######## bus_arbiter ########
`src/rtl/bus_arbiter.sv`:
```
// rtl/bus_arbiter.sv - two-master round-robin bus arbiter with transaction watchdog
//
// Shares one slave bus between master 0 (CPU) and master 1 (DMA / debug loader).
// A grant is held until the slave acknowledges, or until the watchdog expires.
//
// Ports:
//   clk, rst              clock, asynchronous active-low reset
//   m_req/m_wen           per-master request and write enable (bit i = master i)
//   m_mode/m_num/m_addr   per-master access mode, slave number, offset address
//   m_dat_w               per-master write data
//   m_dat_r, m_ready      read data and one-cycle completion pulse back to masters
//   bus_*                 shared slave-side request fields
//   bus_dat_i, bus_ready  slave read data and completion pulse
//   grant                 one-hot current owner, 0 while idle
//   timeout_err           sticky watchdog flag
module bus_arbiter #(
    parameter int              XLEN        = 32,
    parameter int              SLAVE_WIDTH = 4,
    parameter int              TIMEOUT     = 256,
    parameter logic [XLEN-1:0] ERR_DATA    = 32'hDEAD_BEEF
) (
    input  logic                            clk,
    input  logic                            rst,
    input  logic [1:0]                      m_req,
    input  logic [1:0]                      m_wen,
    input  logic [5:0]                      m_mode,
    input  logic [2*SLAVE_WIDTH-1:0]        m_num,
    input  logic [2*(XLEN-SLAVE_WIDTH)-1:0] m_addr,
    input  logic [2*XLEN-1:0]               m_dat_w,
    output logic [XLEN-1:0]                 m_dat_r,
    output logic [1:0]                      m_ready,
    output logic                            bus_req,
    output logic                            bus_wen,
    output logic [2:0]                      bus_mode,
    output logic [SLAVE_WIDTH-1:0]          bus_num,
    output logic [XLEN-SLAVE_WIDTH-1:0]     bus_addr,
    output logic [XLEN-1:0]                 bus_dat_o,
    input  logic [XLEN-1:0]                 bus_dat_i,
    input  logic                            bus_ready,
    output logic [1:0]                      grant,
    output logic                            timeout_err
);

    localparam int AW = XLEN - SLAVE_WIDTH;
    localparam int CW = $clog2(TIMEOUT);
    localparam logic [CW-1:0] CNT_LAST = CW'(TIMEOUT - 1);

    typedef enum logic {S_IDLE, S_BUSY} state_t;

    state_t        state_q, state_d;
    logic          owner_q, owner_d;
    logic          last_q, last_d;
    logic          err_q, err_d;
    logic [CW-1:0] cnt_q, cnt_d;

    logic          own_req;
    logic          own_wen;
    logic [2:0]    own_mode;
    logic [SLAVE_WIDTH-1:0] own_num;
    logic [AW-1:0] own_addr;
    logic [XLEN-1:0] own_dat;
    logic [1:0]    own_onehot;

    always_comb begin
        own_req    = owner_q ? m_req[1]                 : m_req[0];
        own_wen    = owner_q ? m_wen[1]                 : m_wen[0];
        own_mode   = owner_q ? m_mode[5:3]              : m_mode[2:0];
        own_num    = owner_q ? m_num[2*SLAVE_WIDTH-1:SLAVE_WIDTH] : m_num[SLAVE_WIDTH-1:0];
        own_addr   = owner_q ? m_addr[2*AW-1:AW]        : m_addr[AW-1:0];
        own_dat    = owner_q ? m_dat_w[2*XLEN-1:XLEN]   : m_dat_w[XLEN-1:0];
        own_onehot = owner_q ? 2'b10                    : 2'b01;
    end

    always_comb begin
        state_d   = state_q;
        owner_d   = owner_q;
        last_d    = last_q;
        err_d     = err_q;
        cnt_d     = cnt_q;
        bus_req   = 1'b0;
        bus_wen   = 1'b0;
        bus_mode  = '0;
        bus_num   = '0;
        bus_addr  = '0;
        bus_dat_o = '0;
        m_ready   = 2'b00;
        m_dat_r   = '0;
        grant     = 2'b00;

        case (state_q)
            S_IDLE: begin
                if (|m_req) begin
                    // On a tie the master that was not served last wins;
                    // otherwise m_req[1] alone identifies the single requester.
                    owner_d = (&m_req) ? ~last_q : m_req[1];
                    state_d = S_BUSY;
                    cnt_d   = '0;
                end
            end
            S_BUSY: begin
                grant     = own_onehot;
                bus_req   = own_req;
                bus_wen   = own_wen;
                bus_mode  = own_mode;
                bus_num   = own_num;
                bus_addr  = own_addr;
                bus_dat_o = own_dat;
                if (!own_req) begin
                    // Owner withdrew its request: abandon silently.
                    state_d = S_IDLE;
                    last_d  = owner_q;
                end else if (bus_ready) begin
                    // Slave acknowledgement beats a watchdog expiry in the same cycle.
                    m_ready = own_onehot;
                    m_dat_r = bus_dat_i;
                    state_d = S_IDLE;
                    last_d  = owner_q;
                end else if (cnt_q == CNT_LAST) begin
                    m_ready = own_onehot;
                    m_dat_r = ERR_DATA;
                    bus_req = 1'b0;
                    err_d   = 1'b1;
                    state_d = S_IDLE;
                    last_d  = owner_q;
                end else begin
                    cnt_d = cnt_q + 1'b1;
                end
            end
        endcase
    end

    always_ff @(posedge clk or negedge rst) begin
        if (!rst) begin
            state_q <= S_IDLE;
            owner_q <= 1'b0;
            last_q  <= 1'b1;
            err_q   <= 1'b0;
            cnt_q   <= '0;
        end else begin
            state_q <= state_d;
            owner_q <= owner_d;
            last_q  <= last_d;
            err_q   <= err_d;
            cnt_q   <= cnt_d;
        end
    end

    assign timeout_err = err_q;

endmodule

```
`config.mk`:
```
export PLATFORM = sky130hd
export DESIGN_NAME = bus_arbiter
export DESIGN_NICKNAME = d
export VERILOG_FILES = /design/src/rtl/bus_arbiter.sv
export SDC_FILE = /design/constraint.sdc
export NUM_CORES = 1
export LEC_CHECK = 0
export CAP_MARGIN = 0
export CORE_AREA = 10 10 100 102
export CTS_BUF_LIST = sky130_fd_sc_hd__clkbuf_4
export CTS_CLUSTER_SIZE = 30
export DETAILED_ROUTE_END_ITERATION = 10
export DIE_AREA = 0 0 110 112
export PLACE_DENSITY = 0.9
export SETUP_SLACK_MARGIN = 0.15
export SLEW_MARGIN = 20
export SYNTH_ARGS = -nofsm -noshare
export SYNTH_HDL_FRONTEND = slang
export SYNTH_SLANG_ARGS = --single-unit
```
`constraint.sdc`:
```
create_clock -name clk -period 4.07 [get_ports clk]
set_input_delay 0.407 -clock clk [delete_from_list [all_inputs] [get_ports clk]]
set_output_delay 0.407 -clock clk [all_outputs]
set_load 0.1 [all_outputs]
```
######## pipe_hazard_ctrl ########
<file path="src/rtl/pipe_hazard_ctrl.sv">
// Stall/flush sequencer for the 5-stage pipeline: load-use bubbles, branch squashes,
// data-memory wait freezing with timeout into a sticky error state.
module pipe_hazard_ctrl #(
    parameter int MEM_TIMEOUT = 15,
    parameter int CNT_W       = 16
) (
    input  logic             clk,
    input  logic             rst,
    input  logic [4:0]       id_rs,
    input  logic [4:0]       id_rt,
    input  logic             id_uses_rt,
    input  logic             ex_memToR,
    input  logic [4:0]       ex_gprDes,
    input  logic             br_taken,
    input  logic             mem_req,
    input  logic             mem_ready,
    output logic             pc_write,
    output logic             ifid_write,
    output logic             ifid_flush,
    output logic             idex_write,
    output logic             idex_flush,
    output logic             exmem_write,
    output logic             memwb_write,
    output logic             memwb_flush,
    output logic             mem_err,
    output logic [CNT_W-1:0] stall_cnt
);

    localparam int WC_W = (MEM_TIMEOUT < 1) ? 1 : $clog2(MEM_TIMEOUT + 1);

    typedef enum logic [1:0] {
        RUN      = 2'd0,
        MEM_WAIT = 2'd1,
        ERR      = 2'd2
    } state_t;

    // Bit order: pc_w, ifid_w, ifid_f, idex_w, idex_f, exmem_w, memwb_w, memwb_f
    localparam logic [7:0] CTRL_RST    = 8'b0010_1001;
    localparam logic [7:0] CTRL_FREEZE = 8'b0000_0000;
    localparam logic [7:0] CTRL_NORM   = 8'b1101_0110;
    localparam logic [7:0] CTRL_BR     = 8'b1111_1110;
    localparam logic [7:0] CTRL_LU     = 8'b0001_1110;

    state_t           state_q, state_d;
    logic [WC_W-1:0]  wait_cnt_q, wait_cnt_d;
    logic [CNT_W-1:0] stall_cnt_q, stall_cnt_d;
    logic             mem_err_q, mem_err_d;
    logic             load_use;
    logic [7:0]       run_ctrl;
    logic [7:0]       ctrl;

    always_comb begin
        load_use = ex_memToR && (ex_gprDes != 5'd0) &&
                   ((ex_gprDes == id_rs) || (id_uses_rt && (ex_gprDes == id_rt)));
        // A taken branch squashes the ID instruction, so its load-use hazard is moot.
        if (br_taken) begin
            run_ctrl = CTRL_BR;
        end else if (load_use) begin
            run_ctrl = CTRL_LU;
        end else begin
            run_ctrl = CTRL_NORM;
        end
    end

    always_comb begin
        state_d    = state_q;
        wait_cnt_d = wait_cnt_q;
        mem_err_d  = mem_err_q;
        ctrl       = CTRL_FREEZE;
        case (state_q)
            RUN: begin
                if (mem_req && !mem_ready) begin
                    wait_cnt_d = WC_W'(1);
                    state_d    = MEM_WAIT;
                end else begin
                    ctrl = run_ctrl;
                end
            end
            MEM_WAIT: begin
                if (mem_ready) begin
                    ctrl       = run_ctrl;
                    wait_cnt_d = '0;
                    state_d    = RUN;
                end else if (wait_cnt_q == WC_W'(MEM_TIMEOUT)) begin
                    mem_err_d = 1'b1;
                    state_d   = ERR;
                end else begin
                    wait_cnt_d = wait_cnt_q + WC_W'(1);
                end
            end
            ERR: begin
                mem_err_d = 1'b1;
            end
            default: begin
                state_d = RUN;
            end
        endcase
        if (!rst) begin
            ctrl = CTRL_RST;
        end
    end

    always_comb begin
        stall_cnt_d = stall_cnt_q;
        if (!ctrl[7] && (state_q != ERR) && (stall_cnt_q != {CNT_W{1'b1}})) begin
            stall_cnt_d = stall_cnt_q + CNT_W'(1);
        end
    end

    always_ff @(posedge clk or negedge rst) begin
        if (!rst) begin
            state_q     <= RUN;
            wait_cnt_q  <= '0;
            stall_cnt_q <= '0;
            mem_err_q   <= 1'b0;
        end else begin
            state_q     <= state_d;
            wait_cnt_q  <= wait_cnt_d;
            stall_cnt_q <= stall_cnt_d;
            mem_err_q   <= mem_err_d;
        end
    end

    assign pc_write    = ctrl[7];
    assign ifid_write  = ctrl[6];
    assign ifid_flush  = ctrl[5];
    assign idex_write  = ctrl[4];
    assign idex_flush  = ctrl[3];
    assign exmem_write = ctrl[2];
    assign memwb_write = ctrl[1];
    assign memwb_flush = ctrl[0];
    assign mem_err     = mem_err_q;
    assign stall_cnt   = stall_cnt_q;

endmodule

</file>
<file path="config.mk">
export PLATFORM = sky130hd
export DESIGN_NAME = pipe_hazard_ctrl
export DESIGN_NICKNAME = d
export VERILOG_FILES = /design/src/rtl/pipe_hazard_ctrl.sv
export SDC_FILE = /design/constraint.sdc
export NUM_CORES = 1
export LEC_CHECK = 0
export CORE_MARGIN = 8
export CORE_UTILIZATION = 41
export CTS_CLUSTER_DIAMETER = 150
export DETAILED_ROUTE_END_ITERATION = 7
export MAX_ROUTING_LAYER = met4
export PLACE_DENSITY = 0.74
export SYNTH_ARGS = -nofsm -noshare
export SYNTH_HDL_FRONTEND = slang
export SYNTH_SLANG_ARGS = --single-unit
</file>
<file path="constraint.sdc">
create_clock -name clk -period 2.32 [get_ports clk]
set_input_delay 0.232 -clock clk [delete_from_list [all_inputs] [get_ports clk]]
set_output_delay 0.232 -clock clk [all_outputs]
set_load 0.03 [all_outputs]
</file>

==> layout pictures side by side <==
Gate families picked out.
picture 1
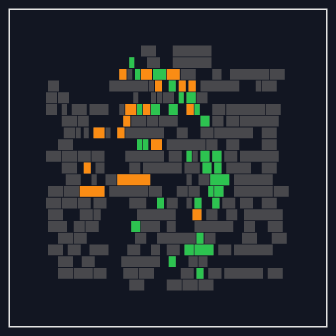
picture 2
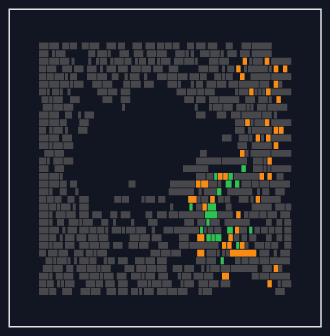
| from | picture |
|---|---|
| bus_arbiter | picture 2 |
| pipe_hazard_ctrl | picture 1 |
The one with the most cells is picture 2.

Key to picture 1:
legend:
  aoi and oai cells:
    color: orange
    cells: 17
    most_used: o21ai_0
  nand cells:
    color: green
    cells: 30
    most_used: nand2_1

Fig. 1: bus_arbiter, cells colored by class
The bar under the picture is 20 um long.
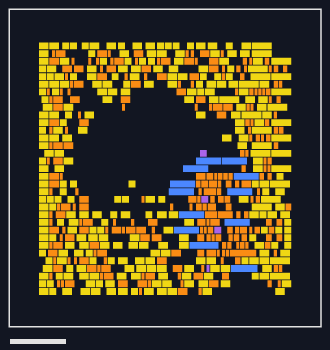
legend:
  remaining buffers and delay cells:
    color: yellow
    cells: 281
    share_of_their_area: 60%
  remaining logic cells:
    color: orange
    cells: 255
    share_of_their_area: 33%
  registers:
    color: blue
    cells: 12
    share_of_their_area: 6.4%
  clock drivers and dummy loads:
    color: purple
    cells: 4
    share_of_their_area: 0.55%
Seq/total area: 6.22%
Core Util, Final: 61.0%
post-route design area: 4910 um^2
placeable core area: 8050 um^2

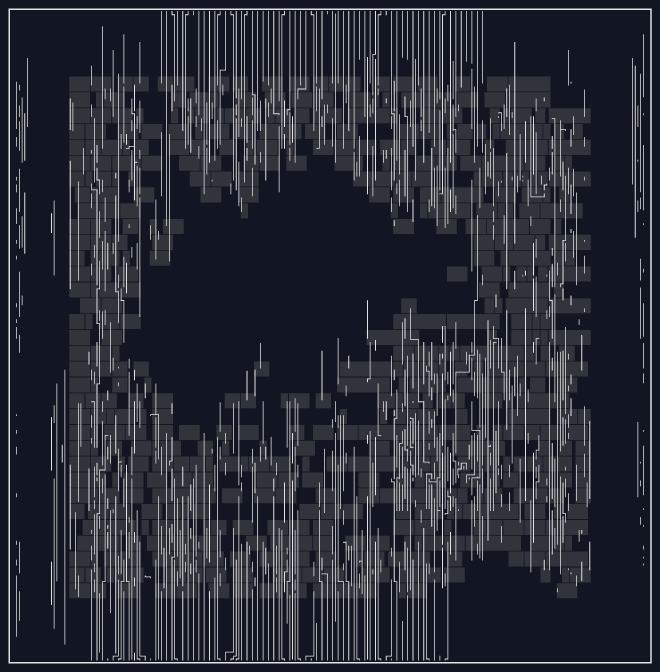
Fig. 2. Met2 routing (bus_arbiter).
Cells faint in the background.
nets with wire on the layer: 622
longest straight run: 47.1 um
main direction: vertical
share of all routed wire: 51%
via count: 3076
GR Util met2: 34.0%
final wirelength: 12400 um

==> results.toml, bus_arbiter <==
# flow metrics
[run_status]
status = "complete, no violations"

[placement]
port_buffers = 278
place.gp.congestion = 0.931

[setup_path]
cp.arrival_ps = 3030
crit_slowest_cell = "dfrtp_4"
crit_buf_inv = 1

[pwr]
powerComb_w = 0.00350
switching_share_pct = 72.0
p_int_w = 0.00109
power.switching_w = 0.00280

[logic_synthesis]
synth_warnings = 0
synthArstFlopShare_pct = 100
simple_gate_area_share_pct = 24.4
netlist_area_um2 = 2000

[drt]
dr_wl_met2_um = 6380
drtPass1Iterations = 5

[final_layout]
clockBufferCount = 3
finalNonFillerCells = 657
numSequentialCells = 12
drive_gt1_share_pct = 19.9

[sta]
max_freq_mhz = 291
maxSlewHeadroom_pct = 33.0
finalSetupViolations = 0

[clock_network]
postCtsSetupRepairBufs = 0
cts_inserted_buffers = 3
holdBufCountCts = 0

[grt]
grt_pass1_wl_um = 18600
grt_pass1_vias = 3338
antenna_found_initial = 0

[run]
openroad.warnings = 26
bus_arbiter: cell usage in the layout (no fill, tap or decap), types with 4 or more instances in the layout:
master and n:
nand2_1 8, buf_12 23, inv_1 28, clkdlybuf4s50_1 180
mux2i_1 70, o21ai_0 4, buf_4 78, o211ai_1 4
a21oi_1 29, nor2_1 72, nand3_1 5, dfrtp_1 10
and3_1 11
bus_arbiter: state kept, by name, indices dropped and copies added, names as in the netlist:
name	cells
cnt_q	8
last_q	1
owner_q	1
state_q	1
timeout_err	1
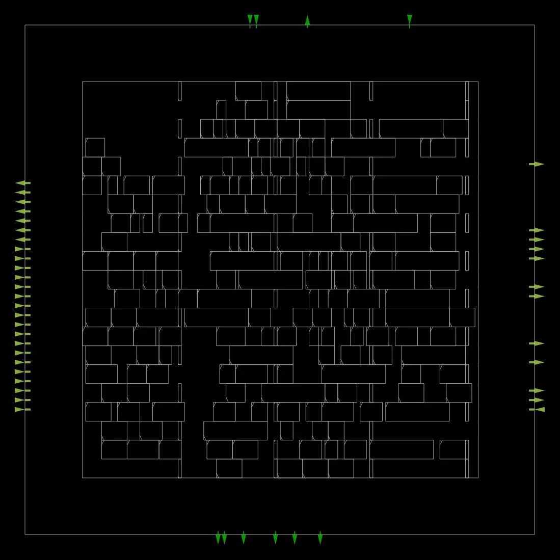
Fig. 3. Cell outlines without signal wires (pipe_hazard_ctrl).
row count: 21
Taps Inserted: 46
Non-Filler Instances: 233
Core Util, Final: 58.7%
Seq/total area: 30.1%

==> results.toml, pipe_hazard_ctrl <==
# flow metrics
[clock_network]
cts_inserted_buffers = 3
clkSinkCount = 23

[sta]
maxSlewHeadroom_pct = 67.7
fin_crit_sh_pct = 97.3

[pwr]
pwr.group.sequential_w = 0.000549
p_seq_share_pct = 43.2
p_comb_share_pct = 42.2
total_power_w = 0.00127

[logic_synthesis]
yosysMostFrequentCell = "dfrtp_1"
edf_count = 0
avgSynthCellArea_um2 = 10.0

[die]
die_w_um = 73.4

[setup_path]
end_kind = "output port"
crit_start = "ex_gprDes[4]"

[final_layout]
layout.nets = 212

[grt]
grt_overflow = 0

[run_status]
status = "complete, no violations"
==> pipe_hazard_ctrl: timing repair <==
action	in CTS	in global routing
buffers inserted	0	0
resized	0	4
endpoints found under the setup margin	0	4
==> pipe_hazard_ctrl: cell type report <==
type,count,area share (%)
Inverter,5,0.982
Sequential cell,23,30.1
Multi-Input combinational cell,102,38.1
Clock buffer,4,1.37
Tap cell,46,3.01
Timing Repair Buffer,53,26.4
==> pipe_hazard_ctrl: per-layer routing <==
metal	GRT usage (%)	vias up	share of wire (%)
met4	3.99	0	1.2
li1	-	580	-
met2	20.9	43	45
met1	14.0	560	48
met3	3.27	4	5.5
met5	-	-	0

######## memory_stage_flat ########
<file path="config.mk">
export PLATFORM = sky130hd
export DESIGN_NAME = memory_stage_flat
export DESIGN_NICKNAME = d
export VERILOG_FILES = /design/src/rtl/memory_stage_pkg.sv /design/src/rtl/memory_stage_if.sv /design/src/rtl/memory_stage_mem_wait_timer.sv /design/src/rtl/memory_stage.sv /design/src/flat_wrapper.sv
export SDC_FILE = /design/constraint.sdc
export NUM_CORES = 1
export LEC_CHECK = 0
export ABC_AREA = 1
export CORE_MARGIN = 2
export CORE_UTILIZATION = 45
export CTS_BUF_LIST = sky130_fd_sc_hd__clkbuf_4
export CTS_CLUSTER_DIAMETER = 200
export DETAILED_ROUTE_END_ITERATION = 10
export DONT_BUFFER_PORTS = 1
export GPL_TIMING_DRIVEN = 0
export PLACE_DENSITY_LB_ADDON = 0.12
export SLEW_MARGIN = 10
export SYNTH_ARGS = -nofsm -noshare
export SYNTH_HDL_FRONTEND = slang
export SYNTH_SLANG_ARGS = --single-unit
</file>
<file path="constraint.sdc">
create_clock -name clk -period 2.6 [get_ports clk]
set_input_delay 0.52 -clock clk [delete_from_list [all_inputs] [get_ports clk]]
set_output_delay 0.52 -clock clk [all_outputs]
set_load 0.1 [all_outputs]
</file>
<file path="src/rtl/memory_stage_pkg.sv">
// Shared types for the MEM stage: execute/writeback bundles, FSM states and small helpers.
package memory_stage_pkg;

    typedef logic [31:0] u32;
    typedef logic [4:0]  reg_idx_t;

    typedef struct packed {
        logic     mem_to_reg;
        logic     mem_write;
        logic     reg_write;
        logic     reg_dst;
        u32       alu_result;
        reg_idx_t rs;
        reg_idx_t rt;
        reg_idx_t rd;
        u32       pc;
        u32       pc_plus_4;
        u32       instruction;
        u32       write_data;
    } e_m_reg_t;

    typedef struct packed {
        logic     reg_write;
        logic     reg_dst;
        logic     mem_to_reg;
        u32       alu_result;
        u32       read_data;
        reg_idx_t rt;
        reg_idx_t rd;
        u32       pc;
    } m_w_reg_t;

    typedef enum logic [1:0] {
        IDLE = 2'd0,
        REQ  = 2'd1,
        WAIT = 2'd2,
        DONE = 2'd3
    } mem_state_t;

    function automatic logic is_mem_op(input logic mem_to_reg, input logic mem_write);
        return mem_to_reg | mem_write;
    endfunction

endpackage

</file>
<file path="src/rtl/memory_stage_if.sv">
// Data-bus request/response handshake between the MEM stage (master) and memory (slave).
interface memory_stage_if;
    import memory_stage_pkg::*;

    logic dreq_valid;
    u32   dreq_addr;
    logic dreq_write;
    u32   dreq_wdata;
    logic dreq_addr_ok;
    logic dresp_ok;
    u32   dresp_data;

    modport master (
        output dreq_valid, dreq_addr, dreq_write, dreq_wdata,
        input  dreq_addr_ok, dresp_ok, dresp_data
    );

    modport slave (
        input  dreq_valid, dreq_addr, dreq_write, dreq_wdata,
        output dreq_addr_ok, dresp_ok, dresp_data
    );

endinterface

</file>
<file path="src/rtl/memory_stage_mem_wait_timer.sv">
// Response wait counter: cleared outside WAIT, counts while enabled, flags the last allowed cycle.
module mem_wait_timer #(
    parameter int unsigned WAIT_MAX = 256
) (
    input  logic clk,
    input  logic resetn,
    input  logic clr,
    input  logic en,
    output logic expired_c
);

    localparam int unsigned CNT_W = (WAIT_MAX > 1) ? $clog2(WAIT_MAX) : 1;
    localparam logic [CNT_W-1:0] LAST = CNT_W'(WAIT_MAX - 1);

    logic [CNT_W-1:0] cnt_q;

    // Saturates at LAST so a stalled enable can never wrap the count.
    always_ff @(posedge clk or negedge resetn) begin
        if (!resetn) begin
            cnt_q <= '0;
        end else if (clr) begin
            cnt_q <= '0;
        end else if (en && !expired_c) begin
            cnt_q <= cnt_q + CNT_W'(1);
        end
    end

    assign expired_c = (cnt_q == LAST);

endmodule

</file>
<file path="src/rtl/memory_stage.sv">
// MIPS MEM stage: registers the execute bundle, runs LW/SW on the data bus, emits the writeback bundle.
module memory_stage
    import memory_stage_pkg::*;
#(
    parameter int unsigned WAIT_MAX = 256
) (
    input  logic                 clk,
    input  logic                 resetn,
    input  e_m_reg_t             e_m_reg,
    input  logic                 e_m_valid,
    output logic                 e_m_ready,
    memory_stage_if.master       dbus,
    output m_w_reg_t             m_w_reg,
    output logic                 m_w_valid,
    output logic                 stall,
    output logic                 err_align,
    output logic                 err_timeout
);

    mem_state_t state_q, state_d;
    m_w_reg_t   mw_q, mw_d, pend_q, pend_d, wb_c;
    logic       ready_q, ready_d;
    logic       mw_valid_q, mw_valid_d;
    logic       req_valid_q, req_valid_d;
    logic       req_write_q, req_write_d;
    u32         req_addr_q, req_addr_d;
    u32         req_wdata_q, req_wdata_d;
    logic       err_align_q, err_align_d;
    logic       err_timeout_q, err_timeout_d;
    logic       accept_c, accept_mem_c, aligned_c, expired_c, finish_c;
    logic       unused_c;

    assign accept_c     = e_m_valid & ready_q;
    assign accept_mem_c = accept_c & is_mem_op(e_m_reg.mem_to_reg, e_m_reg.mem_write);
    assign aligned_c    = (e_m_reg.alu_result[1:0] == 2'b00);
    assign unused_c     = ^{e_m_reg.rs, e_m_reg.pc_plus_4, e_m_reg.instruction};

    // Writeback view of the incoming bundle; stores never write the register file.
    always_comb begin
        wb_c            = '0;
        wb_c.reg_write  = e_m_reg.reg_write & ~e_m_reg.mem_write;
        wb_c.reg_dst    = e_m_reg.reg_dst;
        wb_c.mem_to_reg = e_m_reg.mem_to_reg;
        wb_c.alu_result = e_m_reg.alu_result;
        wb_c.rt         = e_m_reg.rt;
        wb_c.rd         = e_m_reg.rd;
        wb_c.pc         = e_m_reg.pc;
    end

    mem_wait_timer #(
        .WAIT_MAX (WAIT_MAX)
    ) u_wait_timer (
        .clk       (clk),
        .resetn    (resetn),
        .clr       (state_q != WAIT),
        .en        (state_q == WAIT),
        .expired_c (expired_c)
    );

    always_comb begin
        state_d       = state_q;
        mw_d          = mw_q;
        pend_d        = pend_q;
        mw_valid_d    = 1'b0;
        req_valid_d   = 1'b0;
        req_addr_d    = req_addr_q;
        req_write_d   = req_write_q;
        req_wdata_d   = req_wdata_q;
        err_align_d   = 1'b0;
        err_timeout_d = 1'b0;
        finish_c      = 1'b0;

        case (state_q)
            IDLE, DONE: begin
                state_d = IDLE;
                if (accept_c) begin
                    if (!accept_mem_c) begin
                        state_d    = DONE;
                        mw_d       = wb_c;
                        mw_valid_d = 1'b1;
                    end else if (!aligned_c) begin
                        state_d        = DONE;
                        mw_d           = wb_c;
                        mw_d.reg_write = 1'b0;
                        mw_valid_d     = 1'b1;
                        err_align_d    = 1'b1;
                    end else begin
                        state_d     = REQ;
                        pend_d      = wb_c;
                        req_valid_d = 1'b1;
                        req_addr_d  = e_m_reg.alu_result;
                        req_write_d = e_m_reg.mem_write;
                        req_wdata_d = e_m_reg.write_data;
                    end
                end
            end
            REQ: begin
                req_valid_d = 1'b1;
                if (dbus.dreq_addr_ok) begin
                    req_valid_d = 1'b0;
                    if (dbus.dresp_ok) begin
                        finish_c = 1'b1;
                    end else begin
                        state_d = WAIT;
                    end
                end
            end
            WAIT: begin
                if (dbus.dresp_ok) begin
                    finish_c = 1'b1;
                end else if (expired_c) begin
                    state_d        = DONE;
                    mw_d           = pend_q;
                    mw_d.reg_write = 1'b0;
                    mw_valid_d     = 1'b1;
                    err_timeout_d  = 1'b1;
                end
            end
            default: state_d = IDLE;
        endcase

        // Response beat completes the access; only loads take the returned data.
        if (finish_c) begin
            state_d    = DONE;
            mw_d       = pend_q;
            mw_valid_d = 1'b1;
            if (!req_write_q) begin
                mw_d.read_data = dbus.dresp_data;
            end
        end

        ready_d = (state_d == IDLE) || (state_d == DONE);
    end

    always_ff @(posedge clk or negedge resetn) begin
        if (!resetn) begin
            state_q       <= IDLE;
            mw_q          <= '0;
            pend_q        <= '0;
            ready_q       <= 1'b1;
            mw_valid_q    <= 1'b0;
            req_valid_q   <= 1'b0;
            req_addr_q    <= '0;
            req_write_q   <= 1'b0;
            req_wdata_q   <= '0;
            err_align_q   <= 1'b0;
            err_timeout_q <= 1'b0;
        end else begin
            state_q       <= state_d;
            mw_q          <= mw_d;
            pend_q        <= pend_d;
            ready_q       <= ready_d;
            mw_valid_q    <= mw_valid_d;
            req_valid_q   <= req_valid_d;
            req_addr_q    <= req_addr_d;
            req_write_q   <= req_write_d;
            req_wdata_q   <= req_wdata_d;
            err_align_q   <= err_align_d;
            err_timeout_q <= err_timeout_d;
        end
    end

    assign e_m_ready       = ready_q;
    assign m_w_reg         = mw_q;
    assign m_w_valid       = mw_valid_q;
    assign err_align       = err_align_q;
    assign err_timeout     = err_timeout_q;
    assign dbus.dreq_valid = req_valid_q;
    assign dbus.dreq_addr  = req_addr_q;
    assign dbus.dreq_write = req_write_q;
    assign dbus.dreq_wdata = req_wdata_q;
    // Upstream must also freeze in the very cycle a memory op is taken.
    assign stall           = ~ready_q | accept_mem_c;

endmodule

</file>
<file path="src/flat_wrapper.sv">
// flat-port wrapper written by rule: the top's interface ports become plain ports
module memory_stage_flat import memory_stage_pkg::*;
#(
    parameter int unsigned WAIT_MAX = 256
)
  (clk, resetn, e_m_reg, e_m_valid, e_m_ready, m_w_reg, m_w_valid, stall, err_align, err_timeout, dbus_dreq_valid, dbus_dreq_addr, dbus_dreq_write, dbus_dreq_wdata, dbus_dreq_addr_ok, dbus_dresp_ok, dbus_dresp_data);
  memory_stage_if dbus_i ();
  input  logic clk;
  input  logic resetn;
  input  e_m_reg_t e_m_reg;
  input  logic e_m_valid;
  output logic e_m_ready;
  output m_w_reg_t m_w_reg;
  output logic m_w_valid;
  output logic stall;
  output logic err_align;
  output logic err_timeout;
  output wire logic [$bits(dbus_i.dreq_valid)-1:0] dbus_dreq_valid;
  output wire logic [$bits(dbus_i.dreq_addr)-1:0] dbus_dreq_addr;
  output wire logic [$bits(dbus_i.dreq_write)-1:0] dbus_dreq_write;
  output wire logic [$bits(dbus_i.dreq_wdata)-1:0] dbus_dreq_wdata;
  input wire logic [$bits(dbus_i.dreq_addr_ok)-1:0] dbus_dreq_addr_ok;
  input wire logic [$bits(dbus_i.dresp_ok)-1:0] dbus_dresp_ok;
  input wire logic [$bits(dbus_i.dresp_data)-1:0] dbus_dresp_data;
  assign dbus_dreq_valid = dbus_i.dreq_valid;
  assign dbus_dreq_addr = dbus_i.dreq_addr;
  assign dbus_dreq_write = dbus_i.dreq_write;
  assign dbus_dreq_wdata = dbus_i.dreq_wdata;
  assign dbus_i.dreq_addr_ok = dbus_dreq_addr_ok;
  assign dbus_i.dresp_ok = dbus_dresp_ok;
  assign dbus_i.dresp_data = dbus_dresp_data;
  memory_stage #(.WAIT_MAX(WAIT_MAX)) u_core (.clk(clk), .resetn(resetn), .e_m_reg(e_m_reg), .e_m_valid(e_m_valid), .e_m_ready(e_m_ready), .dbus(dbus_i), .m_w_reg(m_w_reg), .m_w_valid(m_w_valid), .stall(stall), .err_align(err_align), .err_timeout(err_timeout));
endmodule
</file>
######## fractal_sync_req_tx ########
### config.mk
export PLATFORM = sky130hd
export DESIGN_NAME = fractal_sync_req_tx
export DESIGN_NICKNAME = d
export VERILOG_FILES = /design/src/rtl/fractal_sync_req_tx.sv
export SDC_FILE = /design/constraint.sdc
export NUM_CORES = 1
export LEC_CHECK = 0
export CAP_MARGIN = 10
export CORE_MARGIN = 4
export CORE_UTILIZATION = 51
export CTS_CLUSTER_SIZE = 40
export DETAILED_ROUTE_END_ITERATION = 10
export PLACE_DENSITY_LB_ADDON = 0.25
export REMOVE_ABC_BUFFERS = 1
export SYNTH_ARGS = -nofsm -noshare
export SYNTH_HDL_FRONTEND = slang
export SYNTH_SLANG_ARGS = --single-unit
### constraint.sdc
create_clock -name clk_i -period 4.5 [get_ports clk_i]
set_clock_uncertainty 0.2 [all_clocks]
set_input_delay 0.675 -clock clk_i [delete_from_list [all_inputs] [get_ports clk_i]]
set_output_delay 0.675 -clock clk_i [all_outputs]
set_load 0.005 [all_outputs]
### src/rtl/fractal_sync_req_tx.sv
// Core-side requester for fractal barrier sync: accepts (level,id) requests, issues them to the tree,
// tracks them in an outstanding table and matches wake-up responses. Optional FRACTAL_SYNC_TIMEOUT_EN adds per-entry timeouts.
module fractal_sync_req_tx #(
  parameter int unsigned LEVEL_WIDTH    = 1,
  parameter int unsigned ID_WIDTH       = 1,
  parameter int unsigned N_OUTSTANDING  = 2,
  parameter int unsigned TIMEOUT_CYCLES = 1024
) (
  input  logic                   clk_i,
  input  logic                   rst_i,
  input  logic                   sync_valid_i,
  output logic                   sync_ready_o,
  input  logic [LEVEL_WIDTH-1:0] sync_level_i,
  input  logic [ID_WIDTH-1:0]    sync_id_i,
  output logic                   req_valid_o,
  input  logic                   req_ready_i,
  output logic [LEVEL_WIDTH-1:0] req_level_o,
  output logic [ID_WIDTH-1:0]    req_id_o,
  input  logic                   rsp_valid_i,
  input  logic [LEVEL_WIDTH-1:0] rsp_level_i,
  input  logic [ID_WIDTH-1:0]    rsp_id_i,
  input  logic                   rsp_err_i,
  output logic                   done_o,
  output logic [LEVEL_WIDTH-1:0] done_level_o,
  output logic [ID_WIDTH-1:0]    done_id_o,
  output logic                   done_err_o,
  output logic                   dup_err_o,
  output logic                   stray_err_o,
  output logic                   timeout_o
);

  localparam int unsigned IDX_W = (N_OUTSTANDING > 1) ? $clog2(N_OUTSTANDING) : 1;

  if (N_OUTSTANDING < 1 || TIMEOUT_CYCLES < 1) begin : g_param_check
    $error("fractal_sync_req_tx: N_OUTSTANDING and TIMEOUT_CYCLES must be >= 1");
  end

  typedef enum logic [1:0] {ST_FREE, ST_ISSUE, ST_WAIT} entry_st_e;

  entry_st_e              state_q [N_OUTSTANDING];
  logic [LEVEL_WIDTH-1:0] lvl_q   [N_OUTSTANDING];
  logic [ID_WIDTH-1:0]    id_q    [N_OUTSTANDING];
  logic [IDX_W-1:0]       issue_idx_q;

  logic                   req_valid_q;
  logic [LEVEL_WIDTH-1:0] req_level_q;
  logic [ID_WIDTH-1:0]    req_id_q;
  logic                   done_q, done_err_q, dup_q, stray_q, timeout_q;
  logic [LEVEL_WIDTH-1:0] done_level_q;
  logic [ID_WIDTH-1:0]    done_id_q;

  logic                     any_free, dup_hit, core_hs, tree_hs, rsp_hit;
  logic [IDX_W-1:0]         alloc_idx;
  logic [N_OUTSTANDING-1:0] match_vec, expired_vec;

`ifdef FRACTAL_SYNC_TIMEOUT_EN
  localparam int unsigned CNT_W = $clog2(TIMEOUT_CYCLES + 1);
  logic [CNT_W-1:0] cnt_q [N_OUTSTANDING];
`endif

  assign tree_hs      = req_valid_q & req_ready_i;
  assign sync_ready_o = any_free & (~req_valid_q | req_ready_i);
  assign core_hs      = sync_valid_i & sync_ready_o;
  assign rsp_hit      = |match_vec;

  // Entry handshaking to the tree this cycle is already eligible for a response match.
  always_comb begin
    any_free    = 1'b0;
    alloc_idx   = '0;
    dup_hit     = 1'b0;
    match_vec   = '0;
    expired_vec = '0;
    for (int i = 0; i < N_OUTSTANDING; i++) begin
      if (state_q[i] == ST_FREE && !any_free) begin
        any_free  = 1'b1;
        alloc_idx = IDX_W'(i);
      end
      if (state_q[i] != ST_FREE && lvl_q[i] == sync_level_i && id_q[i] == sync_id_i)
        dup_hit = 1'b1;
      if (rsp_valid_i && lvl_q[i] == rsp_level_i && id_q[i] == rsp_id_i &&
          (state_q[i] == ST_WAIT || (state_q[i] == ST_ISSUE && tree_hs)))
        match_vec[i] = 1'b1;
`ifdef FRACTAL_SYNC_TIMEOUT_EN
      if (state_q[i] == ST_WAIT && cnt_q[i] == CNT_W'(TIMEOUT_CYCLES) && !match_vec[i])
        expired_vec[i] = 1'b1;
`endif
    end
  end

  always_ff @(posedge clk_i) begin
    if (rst_i) begin
      for (int i = 0; i < N_OUTSTANDING; i++) begin
        state_q[i] <= ST_FREE;
        lvl_q[i]   <= '0;
        id_q[i]    <= '0;
`ifdef FRACTAL_SYNC_TIMEOUT_EN
        cnt_q[i]   <= '0;
`endif
      end
      issue_idx_q  <= '0;
      req_valid_q  <= 1'b0;
      req_level_q  <= '0;
      req_id_q     <= '0;
      done_q       <= 1'b0;
      done_err_q   <= 1'b0;
      done_level_q <= '0;
      done_id_q    <= '0;
      dup_q        <= 1'b0;
      stray_q      <= 1'b0;
      timeout_q    <= 1'b0;
    end else begin
      done_q     <= rsp_hit;
      done_err_q <= rsp_hit & rsp_err_i;
      stray_q    <= rsp_valid_i & ~rsp_hit;
      dup_q      <= core_hs & dup_hit;
      timeout_q  <= |expired_vec;
      if (rsp_hit) begin
        done_level_q <= rsp_level_i;
        done_id_q    <= rsp_id_i;
      end
      // Later assignments win: issue->WAIT, then match/expiry->FREE, then new allocation.
      for (int i = 0; i < N_OUTSTANDING; i++) begin
`ifdef FRACTAL_SYNC_TIMEOUT_EN
        if (state_q[i] == ST_WAIT) cnt_q[i] <= cnt_q[i] + 1'b1;
`endif
        if (tree_hs && issue_idx_q == IDX_W'(i)) begin
          state_q[i] <= ST_WAIT;
`ifdef FRACTAL_SYNC_TIMEOUT_EN
          cnt_q[i]   <= '0;
`endif
        end
        if (match_vec[i] || expired_vec[i]) state_q[i] <= ST_FREE;
        if (core_hs && !dup_hit && alloc_idx == IDX_W'(i)) begin
          state_q[i] <= ST_ISSUE;
          lvl_q[i]   <= sync_level_i;
          id_q[i]    <= sync_id_i;
        end
      end
      if (core_hs && !dup_hit) begin
        issue_idx_q <= alloc_idx;
        req_valid_q <= 1'b1;
        req_level_q <= sync_level_i;
        req_id_q    <= sync_id_i;
      end else if (tree_hs) begin
        req_valid_q <= 1'b0;
      end
    end
  end

  assign req_valid_o  = req_valid_q;
  assign req_level_o  = req_level_q;
  assign req_id_o     = req_id_q;
  assign done_o       = done_q;
  assign done_err_o   = done_err_q;
  assign done_level_o = done_level_q;
  assign done_id_o    = done_id_q;
  assign dup_err_o    = dup_q;
  assign stray_err_o  = stray_q;
  assign timeout_o    = timeout_q;

endmodule


==> screenshots <==
Cells colored by class.
image #1
The bar under the picture is 20 um long.
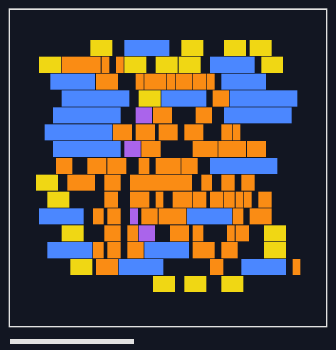
image #2
The bar under the picture is 50 um long.
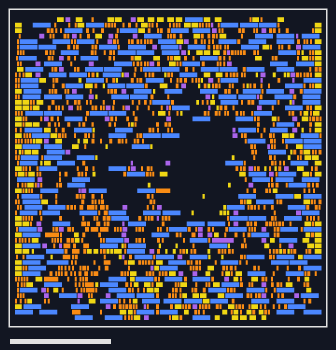
fractal_sync_req_tx: image #1
memory_stage_flat: image #2

Key to image #2:
legend:
  registers:
    color: blue
    cells: 234
    share_of_their_area: 47%
  clock drivers and dummy loads:
    color: purple
    cells: 106
    share_of_their_area: 5.9%
  remaining buffers and delay cells:
    color: yellow
    cells: 248
    share_of_their_area: 16%
  remaining logic cells:
    color: orange
    cells: 915
    share_of_their_area: 31%

Fig. 4: fractal_sync_req_tx, cell outlines without signal wires
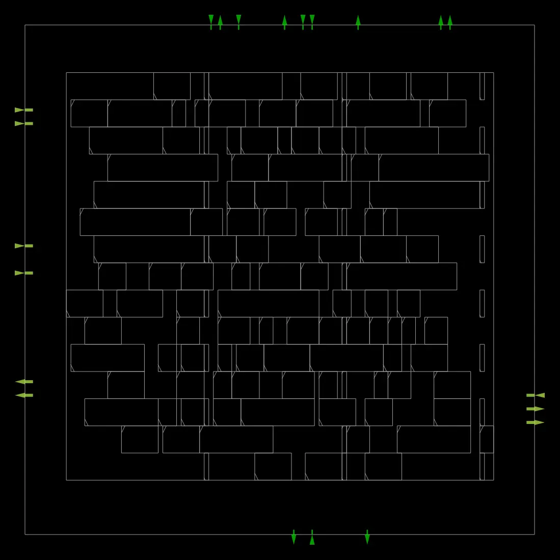
Non-Filler Instances: 131
Fill cells: 156
Flops: 18

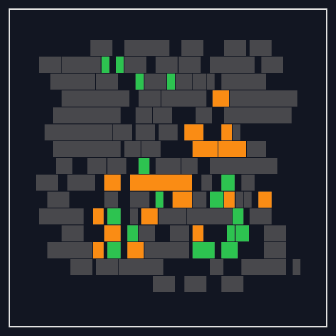
Fig. 5. Gate families picked out (fractal_sync_req_tx).
legend:
  nand cells:
    color: green
    cells: 16
    most_used: nand2_1
  aoi and oai cells:
    color: orange
    cells: 16
    most_used: a21oi_1
Comb area share: 40.1%
Top cell excl fill/tap: clkdlybuf4s50_1

==> results.toml, fractal_sync_req_tx <==
# flow metrics
[worst_hold_path]
worst_hold_startpoint = "done_id_o"

[sta]
postLayoutSetupSlackWorst_ps = 1590
hold_ws_ps = 267

[setup_path]
r2r_end = "state_q[0][1]"
start_kind = "input port"
crit_type = "input port to output port"
crit_start = "req_ready_i"
crit_slowest_cell = "clkdlybuf4s50_1"

[logic_synthesis]
numSynthFlops = 18
synthTopCellsByCount = "dfxtp_1 (11), edfxtp_1 (7), nand2_1 (6), a21oi_1 (5)"
synthCells = 86
flop_cell = "dfxtp_1"
avgSynthCellArea_um2 = 11.0

[final_layout]
nNonClkBuffers = 19

[clock_network]
postCtsSetupRepairBufs = 0
cts.clk_slew.worst_paths_ps = 100

[drt]
drtPass1Iterations = 4
routed_wl_um = 1890

[die]
fp.dieH_um = 51.0

[run_status]
status = "complete, no violations"
-- fractal_sync_req_tx: metal layers --
layer  GRT usage [%]  vias to the layer above  wire, um
met5               0                        -         0
met4            5.38                        0        22
met3            3.79                        4        65
met2            26.8                       14       944
met1            19.1                      344       852
li1                -                      361         -
-- fractal_sync_req_tx: kinds of logic after synthesis --
logic type	after synthesis	share of synthesized area, %
AND/OR/NAND/NOR	35	24.3
flip-flops	18	45.6
AND-OR/OR-AND	17	15.5
XOR/XNOR	8	7.43
buffers and inverters	5	4.64
multiplexers	2	2.12
other	1	0.397
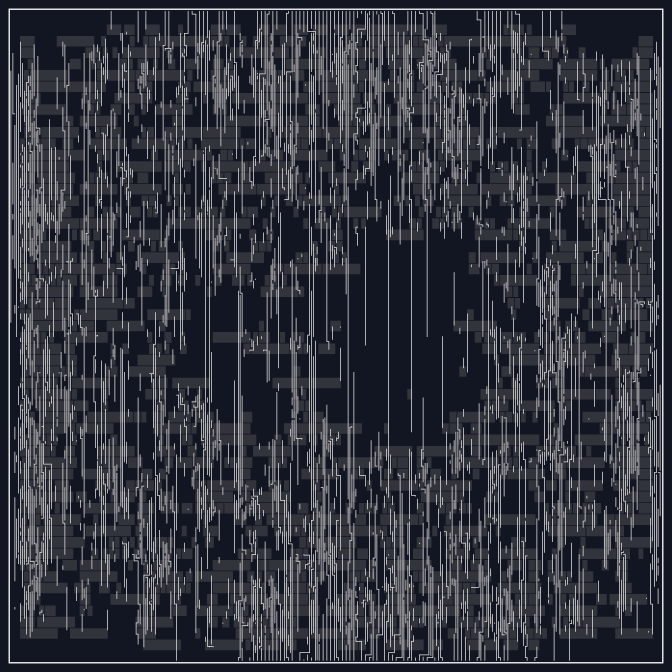
Fig. 6. Met2 routing (memory_stage_flat).
Cells faint in the background.
wire length on this layer: 15000 um
main direction: vertical
longest straight run: 74.5 um
share of all routed wire: 48%
GR Util met2: 43.0%
final wirelength: 31200 um
via count: 9034

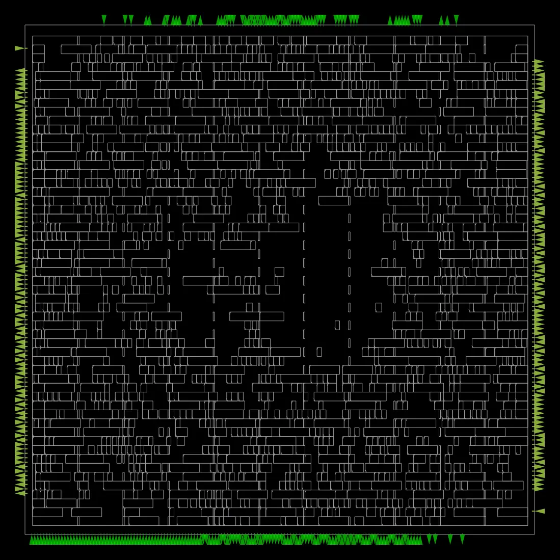
Fig. 7. Cell outlines without signal wires (memory_stage_flat).
Seq/total area: 45.3%
placeable core area: 22600 um^2

==> results.toml, memory_stage_flat <==
# flow metrics
[setup_path]
worst_ep_required_time_ps = 2080
crit_family = "flip-flops"
crit_path_cell_trace = "nand2_8, inv_4, nand2_4, nand2_8"
crit_buf_inv = 1
cp.arrival_ps = 1990
rr_startpoint = "u_core.e_m_ready"

[logic_synthesis]
yosysMostFrequentCell = "nand2_1"
numSynthFlops = 234
yosysSeqAreaShare_pct = 56.6

[run_status]
violations = "negative hold slack"
status = "finished, violations left"

[final_layout]
final.fill_count = 2058
buffer_area_share_pct = 15.5
clockBufferCount = 83

[grt]
top_usage_layer = "met2"
grt_overflow = 0
grt.met3_usage_pct = 8.33

[sta]
hold_ws_ps = -448
finalHoldViolCount = 234
max_freq_mhz = 399

[die]
fp.dieH_um = 156
die_w_um = 156

[clock_network]
clkSinkCount = 234
## memory_stage_flat: cell usage in the layout, fill, tap and decap left out, drive strengths merged, types with 10 or more instances in the layout
master,instances
nand2,503
o21ai,265
dfrtp,233
dlygate4sd3,140
clkbuf,137
inv,96
buf,54
clkinv,23
nor2,19
nand3,10
## memory_stage_flat: cells by family after synthesis
logic type | count (synthesis) | synth area share [%]
AOI/OAI and AO/OA | 280 | 13.7
adders and majority gates | 4 | 0.483
buffers and inverters | 204 | 9.21
DFF | 234 | 56.6
and+or+nand+nor | 534 | 20.1

######## packet_forwarder ########
Fig. 8: packet_forwarder, clock network drawn from the DEF
The bar under the picture is 50 um long.
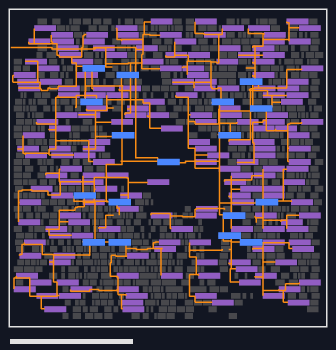
Fig. 9: packet_forwarder, cells colored by class
The bar under the picture is 50 um long.
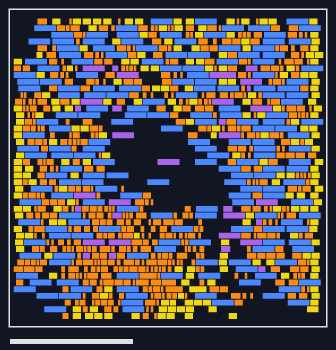
Fig. 10: packet_forwarder, met2 routing
Cells faint in the background.
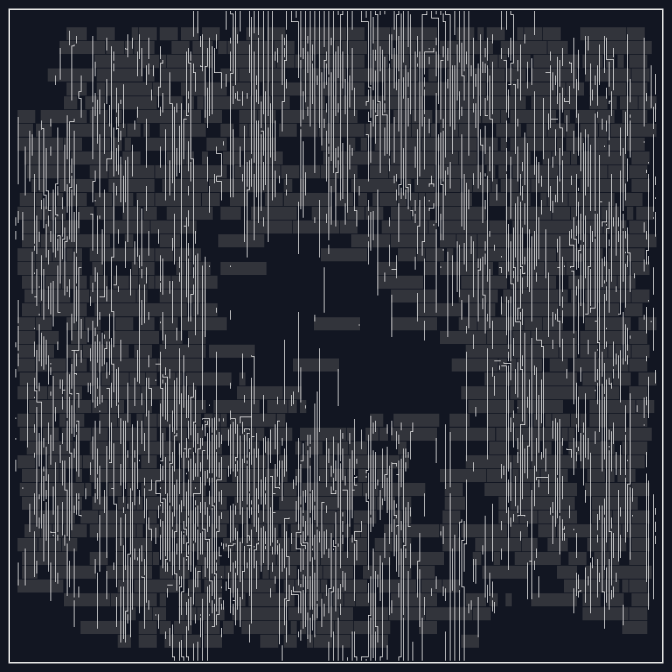
--- src/rtl/packet_forwarder.sv ---
// Drains one packet from packet memory and emits it as an AXI-Stream master.
// A 2-entry skid buffer absorbs the 1-cycle read latency under tready backpressure.

module packet_forwarder #(
  parameter int DATA_WIDTH = 64,
  parameter int ADDR_WIDTH = 9
) (
  input  logic                      clk,
  input  logic                      rst_n,
  output logic [ADDR_WIDTH-1:0]     forwarder_rd_addr,
  input  logic [DATA_WIDTH-1:0]     forwarder_rd_data,
  output logic                      forwarder_rd_en,
  output logic                      forwarder_done,
  input  logic                      ready_for_forwarder,
  input  logic [ADDR_WIDTH:0]       len_to_forwarder,
  output logic [DATA_WIDTH-1:0]     m_axis_tdata,
  output logic [DATA_WIDTH/8-1:0]   m_axis_tkeep,
  output logic                      m_axis_tlast,
  output logic                      m_axis_tvalid,
  input  logic                      m_axis_tready,
  output logic [31:0]               pkt_count
);

  localparam int KEEP_WIDTH = DATA_WIDTH / 8;
  localparam int LEN_WIDTH  = ADDR_WIDTH + 1;
  localparam logic [LEN_WIDTH-1:0] MAX_LEN = LEN_WIDTH'(1) << ADDR_WIDTH;

  typedef enum logic [2:0] {
    S_IDLE,
    S_READ,
    S_DRAIN,
    S_DONE,
    S_COOLDOWN
  } state_t;

  state_t                r_state;
  logic [LEN_WIDTH-1:0]  r_len;
  logic [LEN_WIDTH-1:0]  r_cnt;
  logic                  r_inflight;
  logic                  r_inflight_last;
  logic                  r_done;
  logic [31:0]           r_pkt_count;

  logic [1:0]            r_occ;
  logic [DATA_WIDTH-1:0] r_head_data;
  logic [DATA_WIDTH-1:0] r_tail_data;
  logic                  r_head_last;
  logic                  r_tail_last;

  logic                  w_pop;
  logic                  w_push;
  logic [2:0]            w_level;
  logic                  w_room;
  logic                  w_issue;
  logic                  w_issue_last;
  logic [LEN_WIDTH-1:0]  w_len_clamped;

  // NOTE: every signal written here gets a value on every path, so no latch is inferred.
  always_comb begin
    w_pop         = (r_occ != 2'd0) && m_axis_tready;
    w_push        = r_inflight;
    // Entries that will be held after this edge; a new read may only issue if
    // that leaves a free slot for its data one cycle later.
    w_level       = {1'b0, r_occ} + {2'b00, r_inflight} - {2'b00, w_pop};
    w_room        = (w_level <= 3'd1);
    w_issue       = (r_state == S_READ) && (r_cnt < r_len) && w_room;
    w_issue_last  = (r_cnt == (r_len - LEN_WIDTH'(1)));
    w_len_clamped = (len_to_forwarder > MAX_LEN) ? MAX_LEN : len_to_forwarder;
  end

  // NOTE: sequential state uses non-blocking assignments so every flop samples pre-edge values.
  always_ff @(posedge clk or negedge rst_n) begin
    if (!rst_n) begin
      r_state         <= S_IDLE;
      r_len           <= '0;
      r_cnt           <= '0;
      r_inflight      <= 1'b0;
      r_inflight_last <= 1'b0;
      r_done          <= 1'b0;
      r_pkt_count     <= '0;
    end else begin
      r_done          <= 1'b0;
      r_inflight      <= w_issue;
      r_inflight_last <= w_issue && w_issue_last;
      case (r_state)
        S_IDLE: begin
          if (ready_for_forwarder) begin
            r_len <= w_len_clamped;
            r_cnt <= '0;
            if (w_len_clamped == '0) begin
              r_state <= S_DONE;
              r_done  <= 1'b1;
            end else begin
              r_state <= S_READ;
            end
          end
        end
        S_READ: begin
          if (w_issue) begin
            r_cnt <= r_cnt + LEN_WIDTH'(1);
            if (w_issue_last) r_state <= S_DRAIN;
          end
        end
        S_DRAIN: begin
          if (w_pop && r_head_last) begin
            r_state <= S_DONE;
            r_done  <= 1'b1;
          end
        end
        S_DONE: begin
          r_pkt_count <= r_pkt_count + 32'd1;
          r_state     <= S_COOLDOWN;
        end
        S_COOLDOWN: r_state <= S_IDLE;
        default:    r_state <= S_IDLE;
      endcase
    end
  end

  // NOTE: the skid data registers are reset as well, because tdata must read 0 out of reset.
  always_ff @(posedge clk or negedge rst_n) begin
    if (!rst_n) begin
      r_occ       <= 2'd0;
      r_head_data <= '0;
      r_tail_data <= '0;
      r_head_last <= 1'b0;
      r_tail_last <= 1'b0;
    end else begin
      case ({w_push, w_pop})
        2'b10: begin
          if (r_occ == 2'd0) begin
            r_head_data <= forwarder_rd_data;
            r_head_last <= r_inflight_last;
          end else begin
            r_tail_data <= forwarder_rd_data;
            r_tail_last <= r_inflight_last;
          end
          r_occ <= r_occ + 2'd1;
        end
        2'b01: begin
          r_head_data <= r_tail_data;
          r_head_last <= r_tail_last;
          r_occ       <= r_occ - 2'd1;
        end
        2'b11: begin
          if (r_occ == 2'd1) begin
            r_head_data <= forwarder_rd_data;
            r_head_last <= r_inflight_last;
          end else begin
            r_head_data <= r_tail_data;
            r_head_last <= r_tail_last;
            r_tail_data <= forwarder_rd_data;
            r_tail_last <= r_inflight_last;
          end
        end
        default: ;
      endcase
    end
  end

  assign forwarder_rd_en   = w_issue;
  assign forwarder_rd_addr = r_cnt[ADDR_WIDTH-1:0];
  assign forwarder_done    = r_done;
  assign pkt_count         = r_pkt_count;
  assign m_axis_tvalid     = (r_occ != 2'd0);
  assign m_axis_tdata      = r_head_data;
  assign m_axis_tlast      = m_axis_tvalid & r_head_last;
  assign m_axis_tkeep      = {KEEP_WIDTH{m_axis_tvalid}};

endmodule

--- config.mk ---
export PLATFORM = sky130hd
export DESIGN_NAME = packet_forwarder
export DESIGN_NICKNAME = d
export VERILOG_FILES = /design/src/rtl/packet_forwarder.sv
export SDC_FILE = /design/constraint.sdc
export NUM_CORES = 1
export LEC_CHECK = 0
export CORE_UTILIZATION = 55
export DETAILED_ROUTE_END_ITERATION = 7
export PLACE_DENSITY = 0.95
export SLEW_MARGIN = 20
export SYNTH_ARGS = -nofsm -noshare
export SYNTH_HDL_FRONTEND = slang
export SYNTH_SLANG_ARGS = --single-unit
--- constraint.sdc ---
create_clock -name clk -period 5.15 [get_ports clk]
set_input_delay 0.515 -clock clk [delete_from_list [all_inputs] [get_ports clk]]
set_output_delay 0.515 -clock clk [all_outputs]
set_load 0.02 [all_outputs]
==> results.toml <==
# flow metrics
[placement]
dp_slack_ps = 777

[run]
openroad.warnings = 32

[drt]
drtPass1Iterations = 5
first_iter_violations = 361
top_layer = "met4"

[die]
rows = 45
die_w_um = 128

[clock_network]
tritoncts = "built"

[final_layout]
antenna_cells = 0
sh_comb_area_pct = 32.5
drive_gt1_share_pct = 12.3
numSequentialCells = 190
syn_to_final_growth_pct = 29.7
clockBufferCount = 18

[run_status]
status = "complete, no violations"

[logic_synthesis]
synthArstFlopShare_pct = 100
yosys.area.top_type_share_pct = 54.1
synthAoiAreaFrac_pct = 7.32
About Fig. 8:
legend:
  clock-net drivers:
    color: blue
    count: 17
  flip-flops:
    color: purple
    count: 190
  clock wires:
    color: orange
    length: 2020 um
flops lie: spread over the die
routed clock nets: 18

About Fig. 9:
legend:
  remaining buffers and delay cells:
    color: yellow
    cells: 201
    share_of_their_area: 18%
  remaining logic cells:
    color: orange
    cells: 530
    share_of_their_area: 34%
  registers:
    color: blue
    cells: 190
    share_of_their_area: 43%
  clock drivers and dummy loads:
    color: purple
    cells: 32
    share_of_their_area: 5.2%

About Fig. 10:
main direction: vertical
wire length on this layer: 10300 um
GR Util met2: 43.9%
via count: 6533

==> registers in the layout (all words and copies together), names as in the netlist, 2 cells and up <==
register and cells:
r_len 10, r_tail_data 64, pkt_count 32, r_cnt 10, m_axis_tdata 64, r_occ 2
r_state 3
==> cells by family (layout without fill, tap and decap cells) <==
kind of cell,after synthesis,count (layout)
multiplexers,133,133
adder cells (fa/ha/maj),17,17
AND/OR/NAND/NOR,199,199
XOR/XNOR,44,44
buffers and inverters,76,255
AND-OR/OR-AND,115,115
flip-flops,190,190


## Gallery

Clock network drawn from the DEF.
(a)
The bar under the picture is 20 um long.
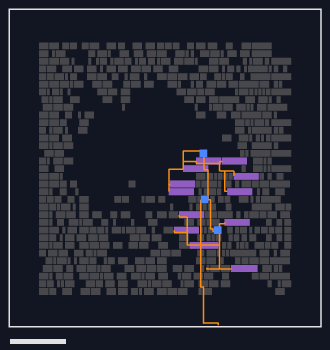
(b)
The bar under the picture is 50 um long.
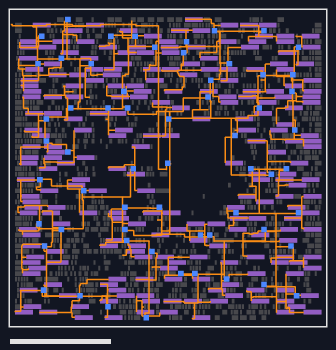
(c)
The bar under the picture is 20 um long.
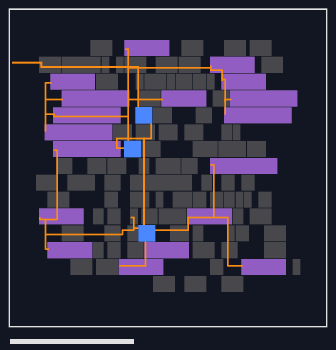
(d)
The bar under the picture is 20 um long.
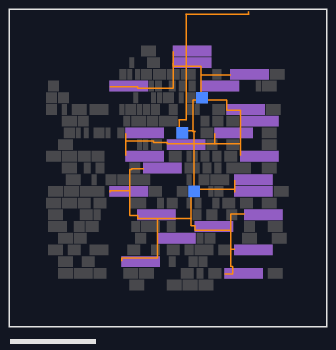
| picture | from |
|---|---|
| (c) | fractal_sync_req_tx |
| (d) | pipe_hazard_ctrl |
| (a) | bus_arbiter |
| (b) | memory_stage_flat |
Of these, smallest die: (c)
Of these, largest die: (b)

